# ---- modulo_escalonador_rolhas ----
Figure 1. Routed metal, one color a layer (modulo_escalonador_rolhas).
(3 px per um)
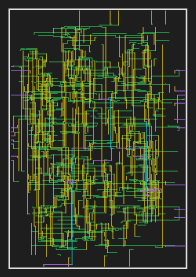

$ cat config.mk
export PLATFORM = sky130hd
export DESIGN_NAME = modulo_escalonador_rolhas
export DESIGN_NICKNAME = d
export VERILOG_FILES = /design/src/rtl/modulo_escalonador_rolhas.sv
export SDC_FILE = /design/constraint.sdc
export NUM_CORES = 1
export LEC_CHECK = 0
export CORE_ASPECT_RATIO = 1.5
export CORE_MARGIN = 2
export CORE_UTILIZATION = 50
export CTS_CLUSTER_DIAMETER = 120
export CTS_CLUSTER_SIZE = 8
export DETAILED_ROUTE_END_ITERATION = 12
export MAX_ROUTING_LAYER = met4
export PLACE_DENSITY = 0.74
export REMOVE_ABC_BUFFERS = 1
export SYNTH_ARGS = -nofsm -noshare
export SYNTH_HDL_FRONTEND = slang
export SYNTH_SLANG_ARGS = --single-unit
$ cat constraint.sdc
create_clock -name clk -period 4.02 [get_ports clk]
set_input_delay 0.603 -clock clk [delete_from_list [all_inputs] [get_ports clk]]
set_output_delay 0.603 -clock clk [all_outputs]
set_load 0.02 [all_outputs]
$ cat src/rtl/modulo_escalonador_rolhas.sv
// Cork buffer scheduler: secondary/principal buffers, sealer/refill/load arbitration.
// Ports: clk, clr (async active-low), enable, seal_req, load_req, load_qty[6:0] in;
//   load_ready, load_reject, sec_count[6:0], princ_count[4:0], state[1:0], ro, seal_miss out.
// Build option ROLHAS_LOAD_SATURATE_EN: clip over-capacity loads instead of refusing them.
module modulo_escalonador_rolhas #(
  parameter int SEC_MAX       = 99,
  parameter int TRANSFER_QTY  = 20,
  parameter int MIN_PRINCIPAL = 5
) (
  input  logic       clk,
  input  logic       clr,
  input  logic       enable,
  input  logic       seal_req,
  input  logic       load_req,
  input  logic [6:0] load_qty,
  output logic       load_ready,
  output logic       load_reject,
  output logic [6:0] sec_count,
  output logic [4:0] princ_count,
  output logic [1:0] state,
  output logic       ro,
  output logic       seal_miss
);

  localparam logic [6:0] SecMax   = 7'(SEC_MAX);
  localparam logic [6:0] XferQty7 = 7'(TRANSFER_QTY);
  localparam logic [4:0] XferQty5 = 5'(TRANSFER_QTY);
  localparam logic [4:0] MinPrinc = 5'(MIN_PRINCIPAL);

  typedef enum logic [1:0] {
    IDLE = 2'b00,
    XFER = 2'b01,
    LOAD = 2'b10
  } st_e;

  st_e        state_q, state_d;
  logic [6:0] sec_q, sec_d;
  logic [4:0] princ_q, princ_d;
  logic [4:0] xrem_q, xrem_d;
  logic [6:0] lrem_q, lrem_d;
  logic       miss_q, miss_d;
  logic       rej_q, rej_d;

  logic       seal_ok;
  logic       xfer_step;
  logic       load_step;
  logic       refill_ok;
  logic       load_acc;
  logic       over;
  logic [7:0] sum;
  logic [6:0] room;
  logic [6:0] acc_qty;

  // A seal that actually removes a cork stalls the transfer that cycle.
  assign seal_ok   = seal_req && (princ_q != 5'd0);
  assign xfer_step = enable && (state_q == XFER) && !seal_ok;
  assign load_step = enable && (state_q == LOAD);
  assign refill_ok = (princ_q < MinPrinc) && (sec_q >= XferQty7);
  // lrem_q doubles as the pending-load latch: nonzero means busy.
  assign load_acc  = load_req && (lrem_q == 7'd0);
  assign sum       = {1'b0, sec_q} + {1'b0, load_qty};
  assign over      = sum > {1'b0, SecMax};
  assign room      = SecMax - sec_q;

`ifdef ROLHAS_LOAD_SATURATE_EN
  assign acc_qty = over ? room : load_qty;
`else
  assign acc_qty = over ? 7'd0 : load_qty;
`endif

  always_ff @(posedge clk or negedge clr) begin
    if (!clr) begin
      state_q <= IDLE;
    end else begin
      state_q <= state_d;
    end
  end

  always_comb begin
    state_d = state_q;
    if (enable) begin
      unique case (state_q)
        IDLE: begin
          if (refill_ok) state_d = XFER;
          else if (lrem_q != 7'd0) state_d = LOAD;
        end
        XFER: if (xfer_step && xrem_q == 5'd1) state_d = IDLE;
        LOAD: if (lrem_q == 7'd1) state_d = IDLE;
        default: state_d = IDLE;
      endcase
    end
  end

  always_comb begin
    state       = state_q;
    sec_count   = sec_q;
    princ_count = princ_q;
    ro          = (princ_q == 5'd0);
    load_ready  = (lrem_q == 7'd0);
    load_reject = rej_q;
    seal_miss   = miss_q;
  end

  always_comb begin
    sec_d   = sec_q;
    princ_d = princ_q;
    xrem_d  = xrem_q;
    lrem_d  = lrem_q;
    miss_d  = seal_req && (princ_q == 5'd0);
    rej_d   = load_acc && over;
    if (seal_ok) princ_d = princ_q - 5'd1;
    if (xfer_step) begin
      sec_d   = sec_q - 7'd1;
      princ_d = princ_q + 5'd1;
      xrem_d  = xrem_q - 5'd1;
    end
    if (load_step) begin
      sec_d  = sec_q + 7'd1;
      lrem_d = lrem_q - 7'd1;
    end
    if (enable && state_q == IDLE && refill_ok) xrem_d = XferQty5;
    if (load_acc) lrem_d = acc_qty;
  end

  always_ff @(posedge clk or negedge clr) begin
    if (!clr) begin
      sec_q   <= 7'd0;
      princ_q <= 5'd0;
      xrem_q  <= 5'd0;
      lrem_q  <= 7'd0;
      miss_q  <= 1'b0;
      rej_q   <= 1'b0;
    end else begin
      sec_q   <= sec_d;
      princ_q <= princ_d;
      xrem_q  <= xrem_d;
      lrem_q  <= lrem_d;
      miss_q  <= miss_d;
      rej_q   <= rej_d;
    end
  end

endmodule

# ---- gamma_sequencer_flat ----
**config.mk**
```make
export PLATFORM = sky130hd
export DESIGN_NAME = gamma_sequencer_flat
export DESIGN_NICKNAME = d
export VERILOG_FILES = /design/src/rtl/gamma_sequencer_pkg.sv /design/src/rtl/gamma_sequencer_if.sv /design/src/rtl/gamma_sequencer_pulse_gen.sv /design/src/rtl/gamma_sequencer.sv /design/src/flat_wrapper.sv
export SDC_FILE = /design/constraint.sdc
export NUM_CORES = 1
export LEC_CHECK = 0
export ABC_AREA = 1
export CORE_ASPECT_RATIO = 1.1
export CORE_UTILIZATION = 54
export CTS_CLUSTER_DIAMETER = 100
export DETAILED_ROUTE_END_ITERATION = 10
export GPL_ROUTABILITY_DRIVEN = 0
export GPL_TIMING_DRIVEN = 1
export HOLD_SLACK_MARGIN = 0.1
export PLACE_DENSITY = 0.82
export SLEW_MARGIN = 20
export SYNTH_ARGS = -nofsm -noshare
export SYNTH_HDL_FRONTEND = slang
export SYNTH_SLANG_ARGS = --single-unit
```
**constraint.sdc**
```tcl
create_clock -name aclk -period 2.4 [get_ports aclk]
set_clock_uncertainty 0.15 [all_clocks]
set_input_delay 0.36 -clock aclk [delete_from_list [all_inputs] [get_ports aclk]]
set_output_delay 0.36 -clock aclk [all_outputs]
set_load 0.02 [all_outputs]
```
**src/rtl/gamma_sequencer_pkg.sv**
```systemverilog
// Shared definitions for the gamma sequencer slice.
// Holds the FSM state encoding, the parameter defaults and the time
// encodings used on the operand and result time fields.
package gamma_pkg;

  typedef enum logic [1:0] {
    S_IDLE    = 2'd0,
    S_RESET   = 2'd1,
    S_COMPUTE = 2'd2,
    S_DONE    = 2'd3
  } gamma_state_t;

  localparam int DEF_GAMMA_CYCLE_WIDTH = 16;
  localparam int DEF_PULSE_WIDTH       = 8;
  localparam int DEF_RST_CYCLES        = 2;

  // Width of every time field for the default gamma length.
  localparam int DEF_TW = $clog2(DEF_GAMMA_CYCLE_WIDTH) + 1;

  // Operand side: any time >= GAMMA_CYCLE_WIDTH means "no spike". This is
  // the canonical infinity for the default configuration. On the result
  // side "no spike" is reported as an all-ones res_time.
  localparam int INF_TIME = DEF_GAMMA_CYCLE_WIDTH;

endpackage

```
**src/rtl/gamma_sequencer_if.sv**
```systemverilog
// Request/result bus of the gamma sequencer.
//   cfg_valid/cfg_ready : request handshake, a_time/b_time operand ticks
//   res_valid           : one-cycle strobe qualifying res_time/res_spike
// master = requester (drives cfg_*), slave = gamma_sequencer.
interface gamma_sequencer_if #(
  parameter int TW = gamma_pkg::DEF_TW
);
  logic          cfg_valid;
  logic          cfg_ready;
  logic [TW-1:0] a_time;
  logic [TW-1:0] b_time;
  logic          res_valid;
  logic [TW-1:0] res_time;
  logic          res_spike;

  modport master (
    output cfg_valid, a_time, b_time,
    input  cfg_ready, res_valid, res_time, res_spike
  );

  modport slave (
    input  cfg_valid, a_time, b_time,
    output cfg_ready, res_valid, res_time, res_spike
  );
endinterface

```
**src/rtl/gamma_sequencer_pulse_gen.sv**
```systemverilog
// pulse_gen: registered operand pulse.
// Ports: aclk, grst (async, active-high), en (next cycle is in COMPUTE),
//        tick (tick value of the next cycle), launch (operand time),
//        pulse (registered, high while launch <= tick < launch+PULSE_WIDTH).
// Fed with next-cycle values so the registered pulse lines up with the
// cycle whose tick equals the launch time.
module pulse_gen #(
  parameter int TW          = gamma_pkg::DEF_TW,
  parameter int PULSE_WIDTH = gamma_pkg::DEF_PULSE_WIDTH
) (
  input  logic          aclk,
  input  logic          grst,
  input  logic          en,
  input  logic [TW-1:0] tick,
  input  logic [TW-1:0] launch,
  output logic          pulse
);
  logic in_window;

  // Compared in 32 bits so launch+PULSE_WIDTH cannot wrap. An infinite
  // launch time is never reached because tick stops at GAMMA_CYCLE_WIDTH-1.
  assign in_window = (int'(tick) >= int'(launch)) &&
                     (int'(tick) < int'(launch) + PULSE_WIDTH);

  always_ff @(posedge aclk or posedge grst) begin
    if (grst) pulse <= 1'b0;
    else      pulse <= en && in_window;
  end
endmodule

```
**src/rtl/gamma_sequencer.sv**
```systemverilog
// gamma_sequencer: runs one race-logic gamma cycle per accepted request.
// Sequence: IDLE -> RESET (gamma_rst for RST_CYCLES) -> COMPUTE (ticks
// 0..GAMMA_CYCLE_WIDTH-1, operand pulses a/b launched) -> DONE (res_valid).
// Ports: aclk, grst (async, active-high), bus (gamma_sequencer_if.slave:
//        cfg handshake + result), gamma_rst/a/b to the datapath,
//        race_out from the datapath.
// Optional: define GAMMA_SPIKE_COUNT_EN to add the 16-bit saturating
//        spike_count output (DONE cycles that carried a spike).
module gamma_sequencer
  import gamma_pkg::*;
#(
  parameter int GAMMA_CYCLE_WIDTH = DEF_GAMMA_CYCLE_WIDTH,
  parameter int PULSE_WIDTH       = DEF_PULSE_WIDTH,
  parameter int RST_CYCLES        = DEF_RST_CYCLES
) (
  input  logic               aclk,
  input  logic               grst,
  gamma_sequencer_if.slave   bus,
  output logic               gamma_rst,
  output logic               a,
  output logic               b,
  input  logic               race_out
`ifdef GAMMA_SPIKE_COUNT_EN
  ,
  output logic [15:0]        spike_count
`endif
);
  localparam int TW = $clog2(GAMMA_CYCLE_WIDTH) + 1;
  localparam int RW = (RST_CYCLES > 1) ? $clog2(RST_CYCLES) : 1;
  localparam logic [TW-1:0] LAST_TICK = TW'(GAMMA_CYCLE_WIDTH - 1);

  gamma_state_t          state;
  logic [TW-1:0]         tick;
  logic [RW-1:0]         rst_cnt;
  logic [1:0][TW-1:0]    op_time;
  logic                  race_prev;
  logic                  found;
  logic [TW-1:0]         cap_time;
  logic [1:0]            pulse;

  logic                  handshake;
  logic                  last_rst;
  logic                  last_tick;
  logic                  edge_now;
  logic                  compute_next;
  logic [TW-1:0]         tick_next;

  assign handshake = bus.cfg_valid && bus.cfg_ready;

  always_comb begin
    last_rst     = (state == S_RESET) && (rst_cnt == RW'(RST_CYCLES - 1));
    last_tick    = (state == S_COMPUTE) && (tick == LAST_TICK);
    // Only the first rising edge of the gamma counts.
    edge_now     = (state == S_COMPUTE) && race_out && !race_prev && !found;
    compute_next = last_rst || ((state == S_COMPUTE) && !last_tick);
    tick_next    = (state == S_COMPUTE) ? tick + TW'(1) : '0;
  end

  // Operand pulse generators: index 0 drives a, index 1 drives b.
  for (genvar gi = 0; gi < 2; gi++) begin : g_pulse
    pulse_gen #(
      .TW          (TW),
      .PULSE_WIDTH (PULSE_WIDTH)
    ) u_pulse (
      .aclk   (aclk),
      .grst   (grst),
      .en     (compute_next),
      .tick   (tick_next),
      .launch (op_time[gi]),
      .pulse  (pulse[gi])
    );
  end

  assign a = pulse[0];
  assign b = pulse[1];

  always_ff @(posedge aclk or posedge grst) begin
    if (grst) begin
      state         <= S_IDLE;
      tick          <= '0;
      rst_cnt       <= '0;
      op_time       <= '0;
      race_prev     <= 1'b0;
      found         <= 1'b0;
      cap_time      <= '0;
      gamma_rst     <= 1'b0;
      bus.cfg_ready <= 1'b1;
      bus.res_valid <= 1'b0;
      bus.res_time  <= '0;
      bus.res_spike <= 1'b0;
`ifdef GAMMA_SPIKE_COUNT_EN
      spike_count   <= '0;
`endif
    end else begin
      bus.res_valid <= 1'b0;
      case (state)
        S_IDLE, S_DONE: begin
          if (handshake) begin
            op_time       <= {bus.b_time, bus.a_time};
            state         <= S_RESET;
            tick          <= '0;
            rst_cnt       <= '0;
            gamma_rst     <= 1'b1;
            bus.cfg_ready <= 1'b0;
          end else begin
            state         <= S_IDLE;
            bus.cfg_ready <= 1'b1;
          end
        end
        S_RESET: begin
          // Clearing the previous sample makes race_out already high at
          // tick 0 count as an edge.
          race_prev <= 1'b0;
          found     <= 1'b0;
          cap_time  <= '0;
          if (last_rst) begin
            state     <= S_COMPUTE;
            tick      <= '0;
            gamma_rst <= 1'b0;
          end else begin
            rst_cnt <= rst_cnt + RW'(1);
          end
        end
        S_COMPUTE: begin
          race_prev <= race_out;
          if (edge_now) begin
            found    <= 1'b1;
            cap_time <= tick;
          end
          if (last_tick) begin
            // Fold in an edge seen on the final tick itself.
            state         <= S_DONE;
            bus.cfg_ready <= 1'b1;
            bus.res_valid <= 1'b1;
            bus.res_spike <= found || edge_now;
            bus.res_time  <= found ? cap_time : (edge_now ? tick : '1);
`ifdef GAMMA_SPIKE_COUNT_EN
            if ((found || edge_now) && (spike_count != 16'hFFFF))
              spike_count <= spike_count + 16'd1;
`endif
          end else begin
            tick <= tick_next;
          end
        end
        default: begin
          state         <= S_IDLE;
          bus.cfg_ready <= 1'b1;
        end
      endcase
    end
  end
endmodule

```
**src/flat_wrapper.sv**
```systemverilog
// flat-port wrapper written by rule: the top's interface ports become plain ports
module gamma_sequencer_flat import gamma_pkg::*;
#(
  parameter int GAMMA_CYCLE_WIDTH = DEF_GAMMA_CYCLE_WIDTH,
  parameter int PULSE_WIDTH       = DEF_PULSE_WIDTH,
  parameter int RST_CYCLES        = DEF_RST_CYCLES
)
  (aclk, grst, gamma_rst, a, b, race_out, bus_cfg_valid, bus_a_time, bus_b_time, bus_cfg_ready, bus_res_valid, bus_res_time, bus_res_spike);
  gamma_sequencer_if #(.TW((5))) bus_i ();
  input  logic aclk;
  input  logic grst;
  output logic gamma_rst;
  output logic a;
  output logic b;
  input  logic race_out;
  input wire logic [$bits(bus_i.cfg_valid)-1:0] bus_cfg_valid;
  input wire logic [$bits(bus_i.a_time)-1:0] bus_a_time;
  input wire logic [$bits(bus_i.b_time)-1:0] bus_b_time;
  output wire logic [$bits(bus_i.cfg_ready)-1:0] bus_cfg_ready;
  output wire logic [$bits(bus_i.res_valid)-1:0] bus_res_valid;
  output wire logic [$bits(bus_i.res_time)-1:0] bus_res_time;
  output wire logic [$bits(bus_i.res_spike)-1:0] bus_res_spike;
  assign bus_i.cfg_valid = bus_cfg_valid;
  assign bus_i.a_time = bus_a_time;
  assign bus_i.b_time = bus_b_time;
  assign bus_cfg_ready = bus_i.cfg_ready;
  assign bus_res_valid = bus_i.res_valid;
  assign bus_res_time = bus_i.res_time;
  assign bus_res_spike = bus_i.res_spike;
  gamma_sequencer #(.GAMMA_CYCLE_WIDTH(GAMMA_CYCLE_WIDTH), .PULSE_WIDTH(PULSE_WIDTH), .RST_CYCLES(RST_CYCLES)) u_core (.aclk(aclk), .grst(grst), .bus(bus_i), .gamma_rst(gamma_rst), .a(a), .b(b), .race_out(race_out));
endmodule
```
# ---- ftdi_rx_packet_parser ----
<file path="src/rtl/ftdi_rx_packet_parser.sv">
// Host byte stream framer: sync, length, payload, checksum.
// Streams payload into the 1 KiB packet queue and commits or discards it.
module ftdi_rx_packet_parser #(
  parameter logic [7:0] SYNC_BYTE      = 8'hA5,
  parameter int         MAX_LEN        = 1024,
  parameter int         TIMEOUT_CYCLES = 1_000_000
) (
  input  logic        clock,
  input  logic        reset,
  input  logic        enable,
  input  logic        rdq_empty,
  input  logic [7:0]  data_rd,
  output logic        rdreq,
  input  logic        wrq_full,
  output logic [7:0]  data_wr,
  output logic        wrreq,
  output logic        load_1k,
  output logic        wr_clear,
  output logic        busy,
  output logic [15:0] pkt_count,
  output logic [15:0] err_count
);

  localparam int TW = (TIMEOUT_CYCLES > 2) ? $clog2(TIMEOUT_CYCLES) : 1;
  localparam logic [TW-1:0] TIMER_LAST = TW'(TIMEOUT_CYCLES - 1);
  localparam logic [11:0] MAX_LEN_W = 12'(MAX_LEN);

  typedef enum logic [2:0] {
    S_HUNT,
    S_LEN_LO,
    S_LEN_HI,
    S_PAYLOAD,
    S_CSUM,
    S_GOOD,
    S_ERR
  } state_t;

  state_t        state_q, state_d;
  logic          inflight_q, inflight_d;
  logic [10:0]   len_q, len_d;
  logic [10:0]   idx_q, idx_d;
  logic [7:0]    sum_q, sum_d;
  logic [TW-1:0] timer_q, timer_d;
  logic [15:0]   pkt_q, pkt_d;
  logic [15:0]   err_q, err_d;

  logic          cap;
  logic          in_frame;
  logic          fetch_st;
  logic [10:0]   len_new;

  assign cap = inflight_q;

  always_comb begin
    in_frame = 1'b0;
    fetch_st = 1'b0;
    unique case (state_q)
      S_HUNT:    fetch_st = 1'b1;
      S_LEN_LO,
      S_LEN_HI,
      S_CSUM: begin
        fetch_st = 1'b1;
        in_frame = 1'b1;
      end
      S_PAYLOAD: begin
        fetch_st = !wrq_full;
        in_frame = 1'b1;
      end
      default: ;
    endcase
  end

  // A pop is only issued when nothing is in flight: one byte per 2 clocks.
  assign rdreq = !reset && enable && !rdq_empty && !inflight_q && fetch_st;

  assign wrreq    = cap && (state_q == S_PAYLOAD);
  assign data_wr  = wrreq ? data_rd : 8'h00;
  assign load_1k  = (state_q == S_GOOD);
  assign wr_clear = (state_q == S_ERR);
  assign busy     = (state_q != S_HUNT);

  assign pkt_count = pkt_q;
  assign err_count = err_q;

  always_comb begin
    state_d    = state_q;
    inflight_d = rdreq;
    len_d      = len_q;
    idx_d      = idx_q;
    sum_d      = sum_q;
    timer_d    = '0;
    pkt_d      = pkt_q;
    err_d      = err_q;
    len_new    = {data_rd[2:0], len_q[7:0]};

    if (in_frame && !cap) begin
      timer_d = timer_q + 1'b1;
    end

    unique case (state_q)
      S_HUNT: begin
        if (cap && data_rd == SYNC_BYTE) begin
          state_d = S_LEN_LO;
          sum_d   = 8'h00;
          idx_d   = 11'd0;
        end
      end
      S_LEN_LO: begin
        if (cap) begin
          len_d   = {len_q[10:8], data_rd};
          state_d = S_LEN_HI;
        end
      end
      S_LEN_HI: begin
        if (cap) begin
          len_d = len_new;
          if (data_rd[7:3] != 5'd0 || len_new == 11'd0 ||
              {1'b0, len_new} > MAX_LEN_W) begin
            state_d = S_ERR;
          end else begin
            state_d = S_PAYLOAD;
          end
        end
      end
      S_PAYLOAD: begin
        if (cap) begin
          sum_d = sum_q + data_rd;
          idx_d = idx_q + 11'd1;
          if (idx_q + 11'd1 == len_q) begin
            state_d = S_CSUM;
          end
        end
      end
      S_CSUM: begin
        if (cap) begin
          state_d = (data_rd == sum_q) ? S_GOOD : S_ERR;
        end
      end
      S_GOOD: begin
        state_d = S_HUNT;
        if (pkt_q != 16'hFFFF) begin
          pkt_d = pkt_q + 16'd1;
        end
      end
      S_ERR: begin
        state_d = S_HUNT;
        if (err_q != 16'hFFFF) begin
          err_d = err_q + 16'd1;
        end
      end
      default: state_d = S_HUNT;
    endcase

    // A byte captured in the expiry cycle still counts as progress.
    if (in_frame && !cap && timer_q == TIMER_LAST) begin
      state_d = S_ERR;
    end
  end

  always_ff @(posedge clock) begin
    if (reset) begin
      state_q    <= S_HUNT;
      inflight_q <= 1'b0;
      len_q      <= '0;
      idx_q      <= '0;
      sum_q      <= '0;
      timer_q    <= '0;
      pkt_q      <= '0;
      err_q      <= '0;
    end else begin
      state_q    <= state_d;
      inflight_q <= inflight_d;
      len_q      <= len_d;
      idx_q      <= idx_d;
      sum_q      <= sum_d;
      timer_q    <= timer_d;
      pkt_q      <= pkt_d;
      err_q      <= err_d;
    end
  end

endmodule

</file>
<file path="config.mk">
export PLATFORM = sky130hd
export DESIGN_NAME = ftdi_rx_packet_parser
export DESIGN_NICKNAME = d
export VERILOG_FILES = /design/src/rtl/ftdi_rx_packet_parser.sv
export SDC_FILE = /design/constraint.sdc
export NUM_CORES = 1
export LEC_CHECK = 0
export CORE_MARGIN = 4
export CORE_UTILIZATION = 30
export DETAILED_ROUTE_END_ITERATION = 12
export DONT_BUFFER_PORTS = 1
export GPL_TIMING_DRIVEN = 0
export PLACE_DENSITY = 0.5
export SLEW_MARGIN = 20
export SYNTH_ARGS = -nofsm -noshare
export SYNTH_HDL_FRONTEND = slang
export SYNTH_SLANG_ARGS = --single-unit
</file>
<file path="constraint.sdc">
create_clock -name clock -period 3.15 [get_ports clock]
set_input_delay 0.63 -clock clock [delete_from_list [all_inputs] [get_ports clock]]
set_output_delay 0.63 -clock clock [all_outputs]
set_load 0.02 [all_outputs]
</file>
# ---- simon_key_scheduler ----
### config.mk
export PLATFORM = sky130hd
export DESIGN_NAME = simon_key_scheduler
export DESIGN_NICKNAME = d
export VERILOG_FILES = /design/src/rtl/simon_pkg.sv /design/src/rtl/simon_key_round.sv /design/src/rtl/simon_key_scheduler.sv
export SDC_FILE = /design/constraint.sdc
export NUM_CORES = 1
export LEC_CHECK = 0
export CORE_UTILIZATION = 50
export DETAILED_ROUTE_END_ITERATION = 12
export GPL_TIMING_DRIVEN = 0
export PLACE_DENSITY = 0.89
export SYNTH_ARGS = -nofsm -noshare
export SYNTH_HDL_FRONTEND = slang
export SYNTH_SLANG_ARGS = --single-unit
### constraint.sdc
create_clock -name clk -period 3.1 [get_ports clk]
set_input_delay 0.62 -clock clk [delete_from_list [all_inputs] [get_ports clk]]
set_output_delay 0.62 -clock clk [all_outputs]
set_load 0.03 [all_outputs]
### src/rtl/simon_pkg.sv
// Shared SIMON key-schedule definitions: z-sequences, FSM states and the
// legal parameter-tuple check used at elaboration.
package simon_pkg;

    typedef enum logic {
        IDLE = 1'b0,
        RUN  = 1'b1
    } state_t;

    localparam int Z_LEN = 62;

    // Literals below are written element-0-first; flip so that bit j = element j.
    function automatic logic [61:0] z_rev(input logic [61:0] s);
        logic [61:0] r;
        for (int i = 0; i < 62; i++) begin
            r[i] = s[61-i];
        end
        return r;
    endfunction

    localparam logic [4:0][61:0] Z_SEQ = {
        z_rev(62'b11010001111001101011011000100000010111000011001010010011101111),
        z_rev(62'b11011011101011000110010111100000010010001010011100110100001111),
        z_rev(62'b10101111011100000011010010011000101000010001111110010110110011),
        z_rev(62'b10001110111110010011000010110101000111011111001001100001011010),
        z_rev(62'b11111010001001010110000111001101111101000100101011000011100110)
    };

    function automatic bit simon_cfg_legal(input int n, input int m, input int t, input int zsel);
        return (n == 16 && m == 4 && t == 32 && zsel == 0) ||
               (n == 24 && m == 3 && t == 36 && zsel == 0) ||
               (n == 24 && m == 4 && t == 36 && zsel == 1) ||
               (n == 32 && m == 3 && t == 42 && zsel == 2) ||
               (n == 32 && m == 4 && t == 44 && zsel == 3) ||
               (n == 48 && m == 2 && t == 52 && zsel == 2) ||
               (n == 48 && m == 3 && t == 54 && zsel == 3) ||
               (n == 64 && m == 2 && t == 68 && zsel == 2) ||
               (n == 64 && m == 3 && t == 69 && zsel == 3) ||
               (n == 64 && m == 4 && t == 72 && zsel == 4);
    endfunction

endpackage

### src/rtl/simon_key_round.sv
// Combinational SIMON key-expansion step: next schedule word from the
// current M-word window and the active z-sequence bit.
module simon_key_round
    import simon_pkg::*;
#(
    parameter int N = 16,
    parameter int M = 4
) (
    input  logic [M-1:0][N-1:0] window,
    input  logic                zbit,
    output logic [N-1:0]        new_word
);

    localparam logic [N-1:0] C_CONST = N'(3);

    logic [N-1:0] tmp_a;
    logic [N-1:0] tmp_b;

    always_comb begin
        tmp_a = {window[M-1][2:0], window[M-1][N-1:3]};
        if (M == 4) begin
            tmp_a = tmp_a ^ window[1];
        end
        tmp_b    = tmp_a ^ {tmp_a[0], tmp_a[N-1:1]};
        new_word = ~window[0] ^ tmp_b ^ {{(N-1){1'b0}}, zbit} ^ C_CONST;
    end

endmodule

### src/rtl/simon_key_scheduler.sv
// Streaming SIMON key schedule: loads an M-word master key, then emits the T
// round keys one per accepted beat from a registered shifting window.
module simon_key_scheduler
    import simon_pkg::*;
#(
    parameter int N    = 16,
    parameter int M    = 4,
    parameter int T    = 32,
    parameter int ZSEL = 0,
    parameter int CB   = $clog2(T)
) (
    input  logic           clk,
    input  logic           rst,
    input  logic           key_valid,
    output logic           key_ready,
    input  logic [M*N-1:0] key_in,
    output logic           rk_valid,
    input  logic           rk_ready,
    output logic [N-1:0]   rk_out,
    output logic [CB-1:0]  rk_idx,
    output logic           rk_last
);

    if (!simon_cfg_legal(N, M, T, ZSEL)) begin : g_cfg_check
        $fatal(1, "simon_key_scheduler: illegal (N,M,T,ZSEL) combination");
    end

    localparam logic [CB-1:0] LAST_IDX = CB'(T - 1);
    localparam logic [61:0]   ZS       = Z_SEQ[ZSEL];

    state_t               state_q, state_d;
    logic [M-1:0][N-1:0]  win_q, win_d;
    logic [CB-1:0]        idx_q, idx_d;
    logic [5:0]           zcnt_q, zcnt_d;
    logic [N-1:0]         new_word;

    simon_key_round #(
        .N (N),
        .M (M)
    ) u_round (
        .window   (win_q),
        .zbit     (ZS[zcnt_q]),
        .new_word (new_word)
    );

    always_comb begin
        state_d   = state_q;
        win_d     = win_q;
        idx_d     = idx_q;
        zcnt_d    = zcnt_q;
        key_ready = 1'b0;
        rk_valid  = 1'b0;
        case (state_q)
            IDLE: begin
                key_ready = 1'b1;
                if (key_valid) begin
                    win_d   = key_in;
                    idx_d   = '0;
                    zcnt_d  = '0;
                    state_d = RUN;
                end
            end
            RUN: begin
                rk_valid = 1'b1;
                if (rk_ready) begin
                    if (idx_q == LAST_IDX) begin
                        state_d = IDLE;
                    end else begin
                        for (int j = 0; j < M - 1; j++) begin
                            win_d[j] = win_q[j+1];
                        end
                        win_d[M-1] = new_word;
                        idx_d      = idx_q + CB'(1);
                        // z index tracks i mod 62 for the word being generated
                        zcnt_d     = (zcnt_q == 6'd61) ? 6'd0 : zcnt_q + 6'd1;
                    end
                end
            end
            default: state_d = IDLE;
        endcase
    end

    always_ff @(posedge clk or posedge rst) begin
        if (rst) begin
            state_q <= IDLE;
            win_q   <= '0;
            idx_q   <= '0;
            zcnt_q  <= '0;
        end else begin
            state_q <= state_d;
            win_q   <= win_d;
            idx_q   <= idx_d;
            zcnt_q  <= zcnt_d;
        end
    end

    assign rk_out  = win_q[0];
    assign rk_idx  = idx_q;
    assign rk_last = rk_valid && (idx_q == LAST_IDX);

endmodule


==> gallery <==
Routed metal, one color a layer.
shot_01.png
(4 px per um)
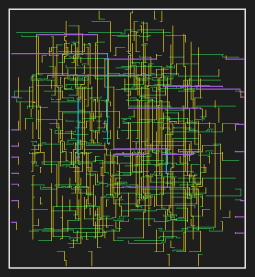
shot_02.png
(2 px per um)
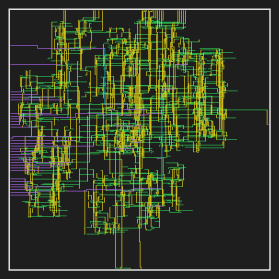
shot_03.png
(3 px per um)
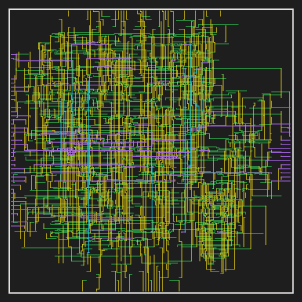
- shot_02.png = ftdi_rx_packet_parser
- shot_01.png = gamma_sequencer_flat
- shot_03.png = simon_key_scheduler
The one with the largest die is shot_02.png.
The one with the least wire is shot_01.png.

Figure 2. Selected gate families (gamma_sequencer_flat).
(4 px per um)
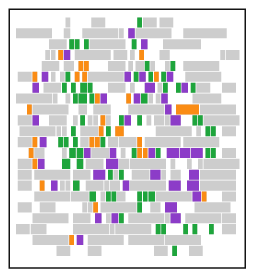
| family | color | cells |
|---|---|---|
| nand cells | green | 60 |
| nor cells | orange | 27 |
| aoi and oai cells | purple | 39 |

==> results.txt, gamma_sequencer_flat <==
flow finished, numbers: run status finished clean, clock period minus final worst setup slack 2.19 ns, number of instances in the placed design 303, cell family with the largest share of critical-path delay simple AND/OR/NAND/NOR gates, unrepaired setup endpoints after global routing no, post-synth area from yosys stat 1910 sq um, clock slew seen by the registers of the worst setup and hold paths 0.11 ns, YS warnings 0, Log Warnings 28, post-route clock period utilization 91.4%, Max stage delay on crit path 0.41 ns, Gate Area 867 sq um, CP Data Required Time 2.48 ns, proportion of synthesized flip-flops having asynchronous set or reset 100%, count of boundary I/O pins 25, Worst setup startpoint u_core.state[0], Setup WS post-layout 0.207 ns, Syn Nets 258, CTS tree built, Row Count 22, simple-gate portion of the synthesized area 19.9%, vias in the first global route 1496, worst reg2reg endpoint u_core.g_pulse[1].u_pulse.pulse, Latency at later pin 0.34 ns, final setup vio count 0, post-route non-filler standard cell count 311, fmax 0.456 GHz, Top area cell types sky130_fd_sc_hd__dfrtp_1 (46%), sky130_fd_sc_hd__ha_1 (11%), sky130_fd_sc_hd__nand2_1 (9.8%), routed vias/inst 5.05, Post-synth top cells sky130_fd_sc_hd__nand2_1 (50), sky130_fd_sc_hd__inv_1 (40), sky130_fd_sc_hd__dfrtp_1 (35), sky130_fd_sc_hd__nor2_1 (26), sky130_fd_sc_hd__ha_1 (17)
-- gamma_sequencer_flat: routing by layer --
metal / routed length (um) / vias up
met2: 1760 / 42
met1: 1490 / 719
li1: - / 805
met4: 42 / 0
met5: 0 / -
met3: 195 / 6
-- gamma_sequencer_flat: where the power goes --
part / total, W / switching (W) / internal [W]
clock network: 0.000417 / 0.000198 / 0.000218
registers: 0.000967 / 0.000142 / 0.000825
logic: 0.00129 / 0.000743 / 0.000546
total: 0.00267 / 0.00108 / 0.00159
-- gamma_sequencer_flat: repair_timing --
item / CTS / global route
hold buffers: 0 / 0
resized: 0 / 6
endpoints found under the setup margin: 0 / 2
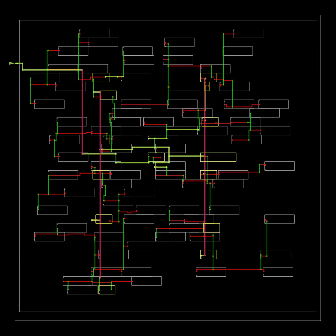
Figure 3: simon_key_scheduler, clock wiring as the flow saved it.
number of buffers created by CTS: 9
tally of clock buffers in the finished layout: 12
Latency at later pin: 0.35 ns

==> results.txt, simon_key_scheduler <==
flow finished, numbers: run status finished clean, area share of the largest cell type after synthesis 44.9%, Max-cap violations 0, floorplan die height 94.1 um, Arr. time, crit path 2.29 ns, GRT busiest layer met2, Resize count post-CTS 0, sequential cell area fraction in the yosys report 44.9%, DP Wirelength 8510 um, standard cell core area 8220 sq um, Syn Inst Count 449, sequential cell count 76, count of boundary I/O pins 92, worst slack after detailed placement 0.607 ns, reported clock group power 0.000759 W, cell count listed in synth_stat.txt 449
simon_key_scheduler: worst max-delay path: stages, from the launching register on:
cell                              delay (ns)
sky130_fd_sc_hd__dfrtp_1                0.38
sky130_fd_sc_hd__buf_4                  0.17
sky130_fd_sc_hd__inv_2                  0.13
sky130_fd_sc_hd__clkbuf_1               0.48
sky130_fd_sc_hd__clkdlybuf4s50_1        0.78
simon_key_scheduler: flip-flops by register name, indices dropped and copies added, names as in the netlist:
register	flops
zcnt_q	6
rk_out	16
rk_idx	5
win_q	48
state_q	1
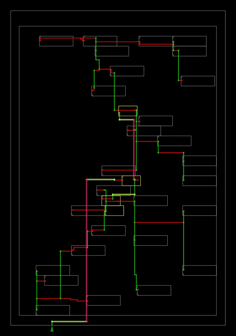
Figure 4: modulo_escalonador_rolhas, clock wiring as the flow saved it.
sequential cell count: 28
reported clock group power: 0.000178 W

Notes on Figure 1 above:
| layer | color | wire length |
|---|---|---|
| M3 | purple | 121 um |
| M2 | yellow | 2510 um |
| M1 | green | 2100 um |
| M4 | cyan | 112 um |

==> results.txt, modulo_escalonador_rolhas <==
flow finished, numbers: run status finished clean, Row Count 29, number of instances in the placed design 304, Combinational Power Share 64.9%, Endpoint, Worst Hold xrem_q[4], min-delay src xrem_q[4], Worst setup startpoint enable, cell count listed in synth_stat.txt 231, post-synth area from yosys stat 2230 sq um, Sw Share 47.4%, Gate Area 1460 sq um, aggregate negative setup slack 0 ns, cell area after synthesis 2230 sq um, xor and xnor area share after synthesis 5.49%, routed wire length per instance 15.7 um, main kind of combinational logic by area AND-OR/OR-AND gates, buffering stage count on the worst path with inverters included 2, first-pass iteration count of the detailed router 4, largest area contributor in the netlist sky130_fd_sc_hd__dfrtp_1, most common library cell in the layout ignoring fill and taps sky130_fd_sc_hd__clkdlybuf4s50_1, EDFF count, synth 0, depth of the critical timing path with buffers and inverters included 9, proportion of power drawn by the clock network 7.9%, maximum number of pins on one net before global-route repair 29, final setup vio count 0
==> modulo_escalonador_rolhas: routing by layer <==
layer | GRT usage [%] | vias up | wire, um | share of wire [%]
li1 | - | 920 | - | -
met3 | 1.96 | 10 | 121 | 2.5
met5 | - | - | 0 | 0
met2 | 38.0 | 45 | 2510 | 52
met4 | 7.61 | 0 | 112 | 2.3
met1 | 26.1 | 896 | 2100 | 43
==> modulo_escalonador_rolhas: area by class of cell <==
cell class	instances	share of cell area, %
Clock buffer	4	2.10
Multi-Input combinational cell	188	55.7
Inverter	11	1.58
Sequential cell	28	26.8
Timing Repair Buffer	31	11.7
Tap cell	46	2.20
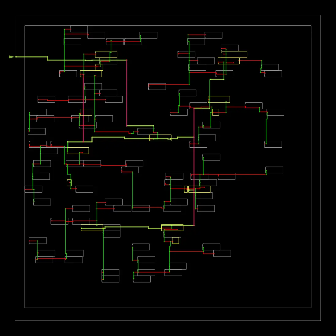
Figure 5: ftdi_rx_packet_parser, clock wiring as the flow saved it.
setup skew after layout: 0.00747 ns
Latency at later pin: 0.34 ns
number of buffers created by CTS: 9
reported clock group power: 0.00107 W

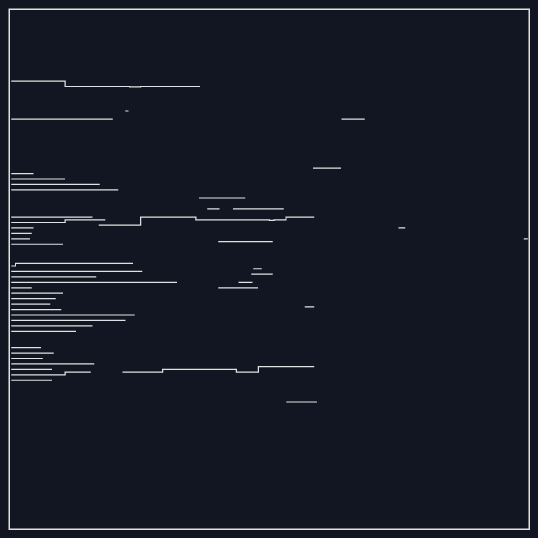
Figure 6: ftdi_rx_packet_parser, the metal 3 layer.
(4 px per um)
longest straight run: 41.2 um
main direction: horizontal
share of all routed wire: 7.0%
nets with wire on the layer: 42

==> results.txt, ftdi_rx_packet_parser <==
flow finished, numbers: run status finished clean, tally of clock buffers in the finished layout 11, Resize count post-CTS 0, post-route clock period utilization 92.3%, initial antenna violation count 1, cell type taking the most area combinational gates, relative area of non-clock buffer cells in the final design 1.56%, startpoint of the worst register-to-register path state_q[2], hold bufs inserted after CTS 0, total detailed-routing wirelength 10800 um, count of boundary I/O pins 58, Largest Register timer_q, Sw Share 21.9%, Top area cell types sky130_fd_sc_hd__dfxtp_1 (39%), sky130_fd_sc_hd__nor2_1 (7.9%), sky130_fd_sc_hd__xor2_1 (7.7%), type of element capturing the critical path primary output, cell area after synthesis 4440 sq um, YS warnings 0, worst max-slew margin expressed relative to the limit 49.4%, worst voltage drop across the vdd grid 0.275 mV, fmax 0.344 GHz, Final Util 34.3%, routed wire length per instance 14.7 um, proportion of synthesized flip-flops having asynchronous set or reset 0%, worst hold-check path type input port to flop, clock slew seen by the registers of the worst setup and hold paths 0.06 ns, finished layout cell area 4980 sq um
-- ftdi_rx_packet_parser: critical path: cells and delay by family (launching register included) --
family / cells / cell delay [ns]
DFF: 1 / 0.30
and+or+nand+nor: 3 / 0.65
buffers and inverters: 3 / 0.98
-- ftdi_rx_packet_parser: routing by layer --
layer / GRT usage (%) / part of all wire (%) / up-vias
li1: - / - / 1861
met1: 17.0 / 46 / 1771
met2: 21.1 / 46 / 64
met3: 5.36 / 7.0 / 8
met4: 4.22 / 0.98 / 0
met5: 0 / 0 / -


## Gallery

The metal 3 layer.
panel A
(4 px per um)
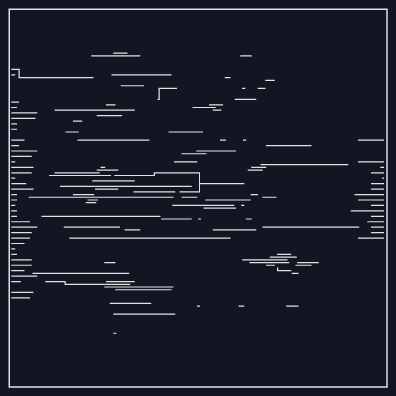
panel B
(6 px per um)
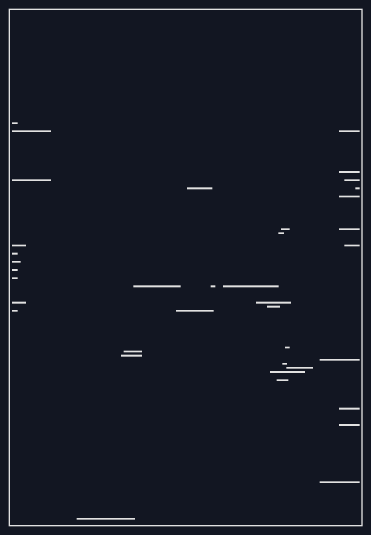
panel C
(8 px per um)
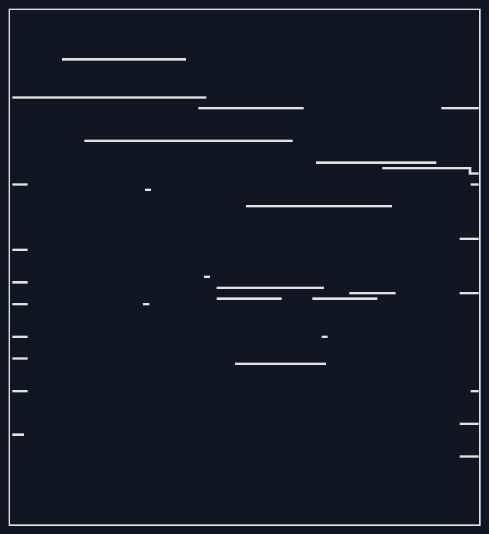
- modulo_escalonador_rolhas = panel B
- simon_key_scheduler = panel A
- gamma_sequencer_flat = panel C
- largest die: panel A
- smallest die: panel C

Key to panel B:
longest straight run: 9.40 um
nets with wire on the layer: 32
main direction: horizontal
wire length on this layer: 121 um


==> layout pictures side by side <==
Selected gate families.
picture 1
(3 px per um)
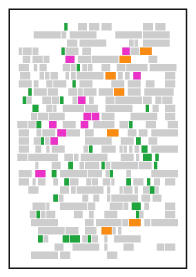
picture 2
(2 px per um)
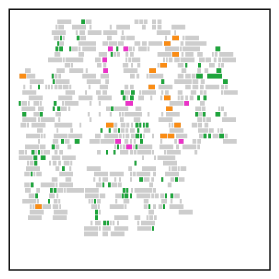
picture 3
(3 px per um)
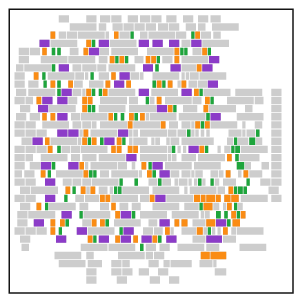
Picture 1 comes from modulo_escalonador_rolhas.
Picture 3 comes from simon_key_scheduler.
Picture 2 comes from ftdi_rx_packet_parser.
The one with the largest die is picture 2.
The one with the fewest cells is picture 1.

Key to picture 1:
| family | color | cells |
|---|---|---|
| nand cells | green | 34 |
| non-inverting ao/oa cells | magenta | 11 |
| mux cells | orange | 7 |

Power is estimated from default activity; no workload was simulated.
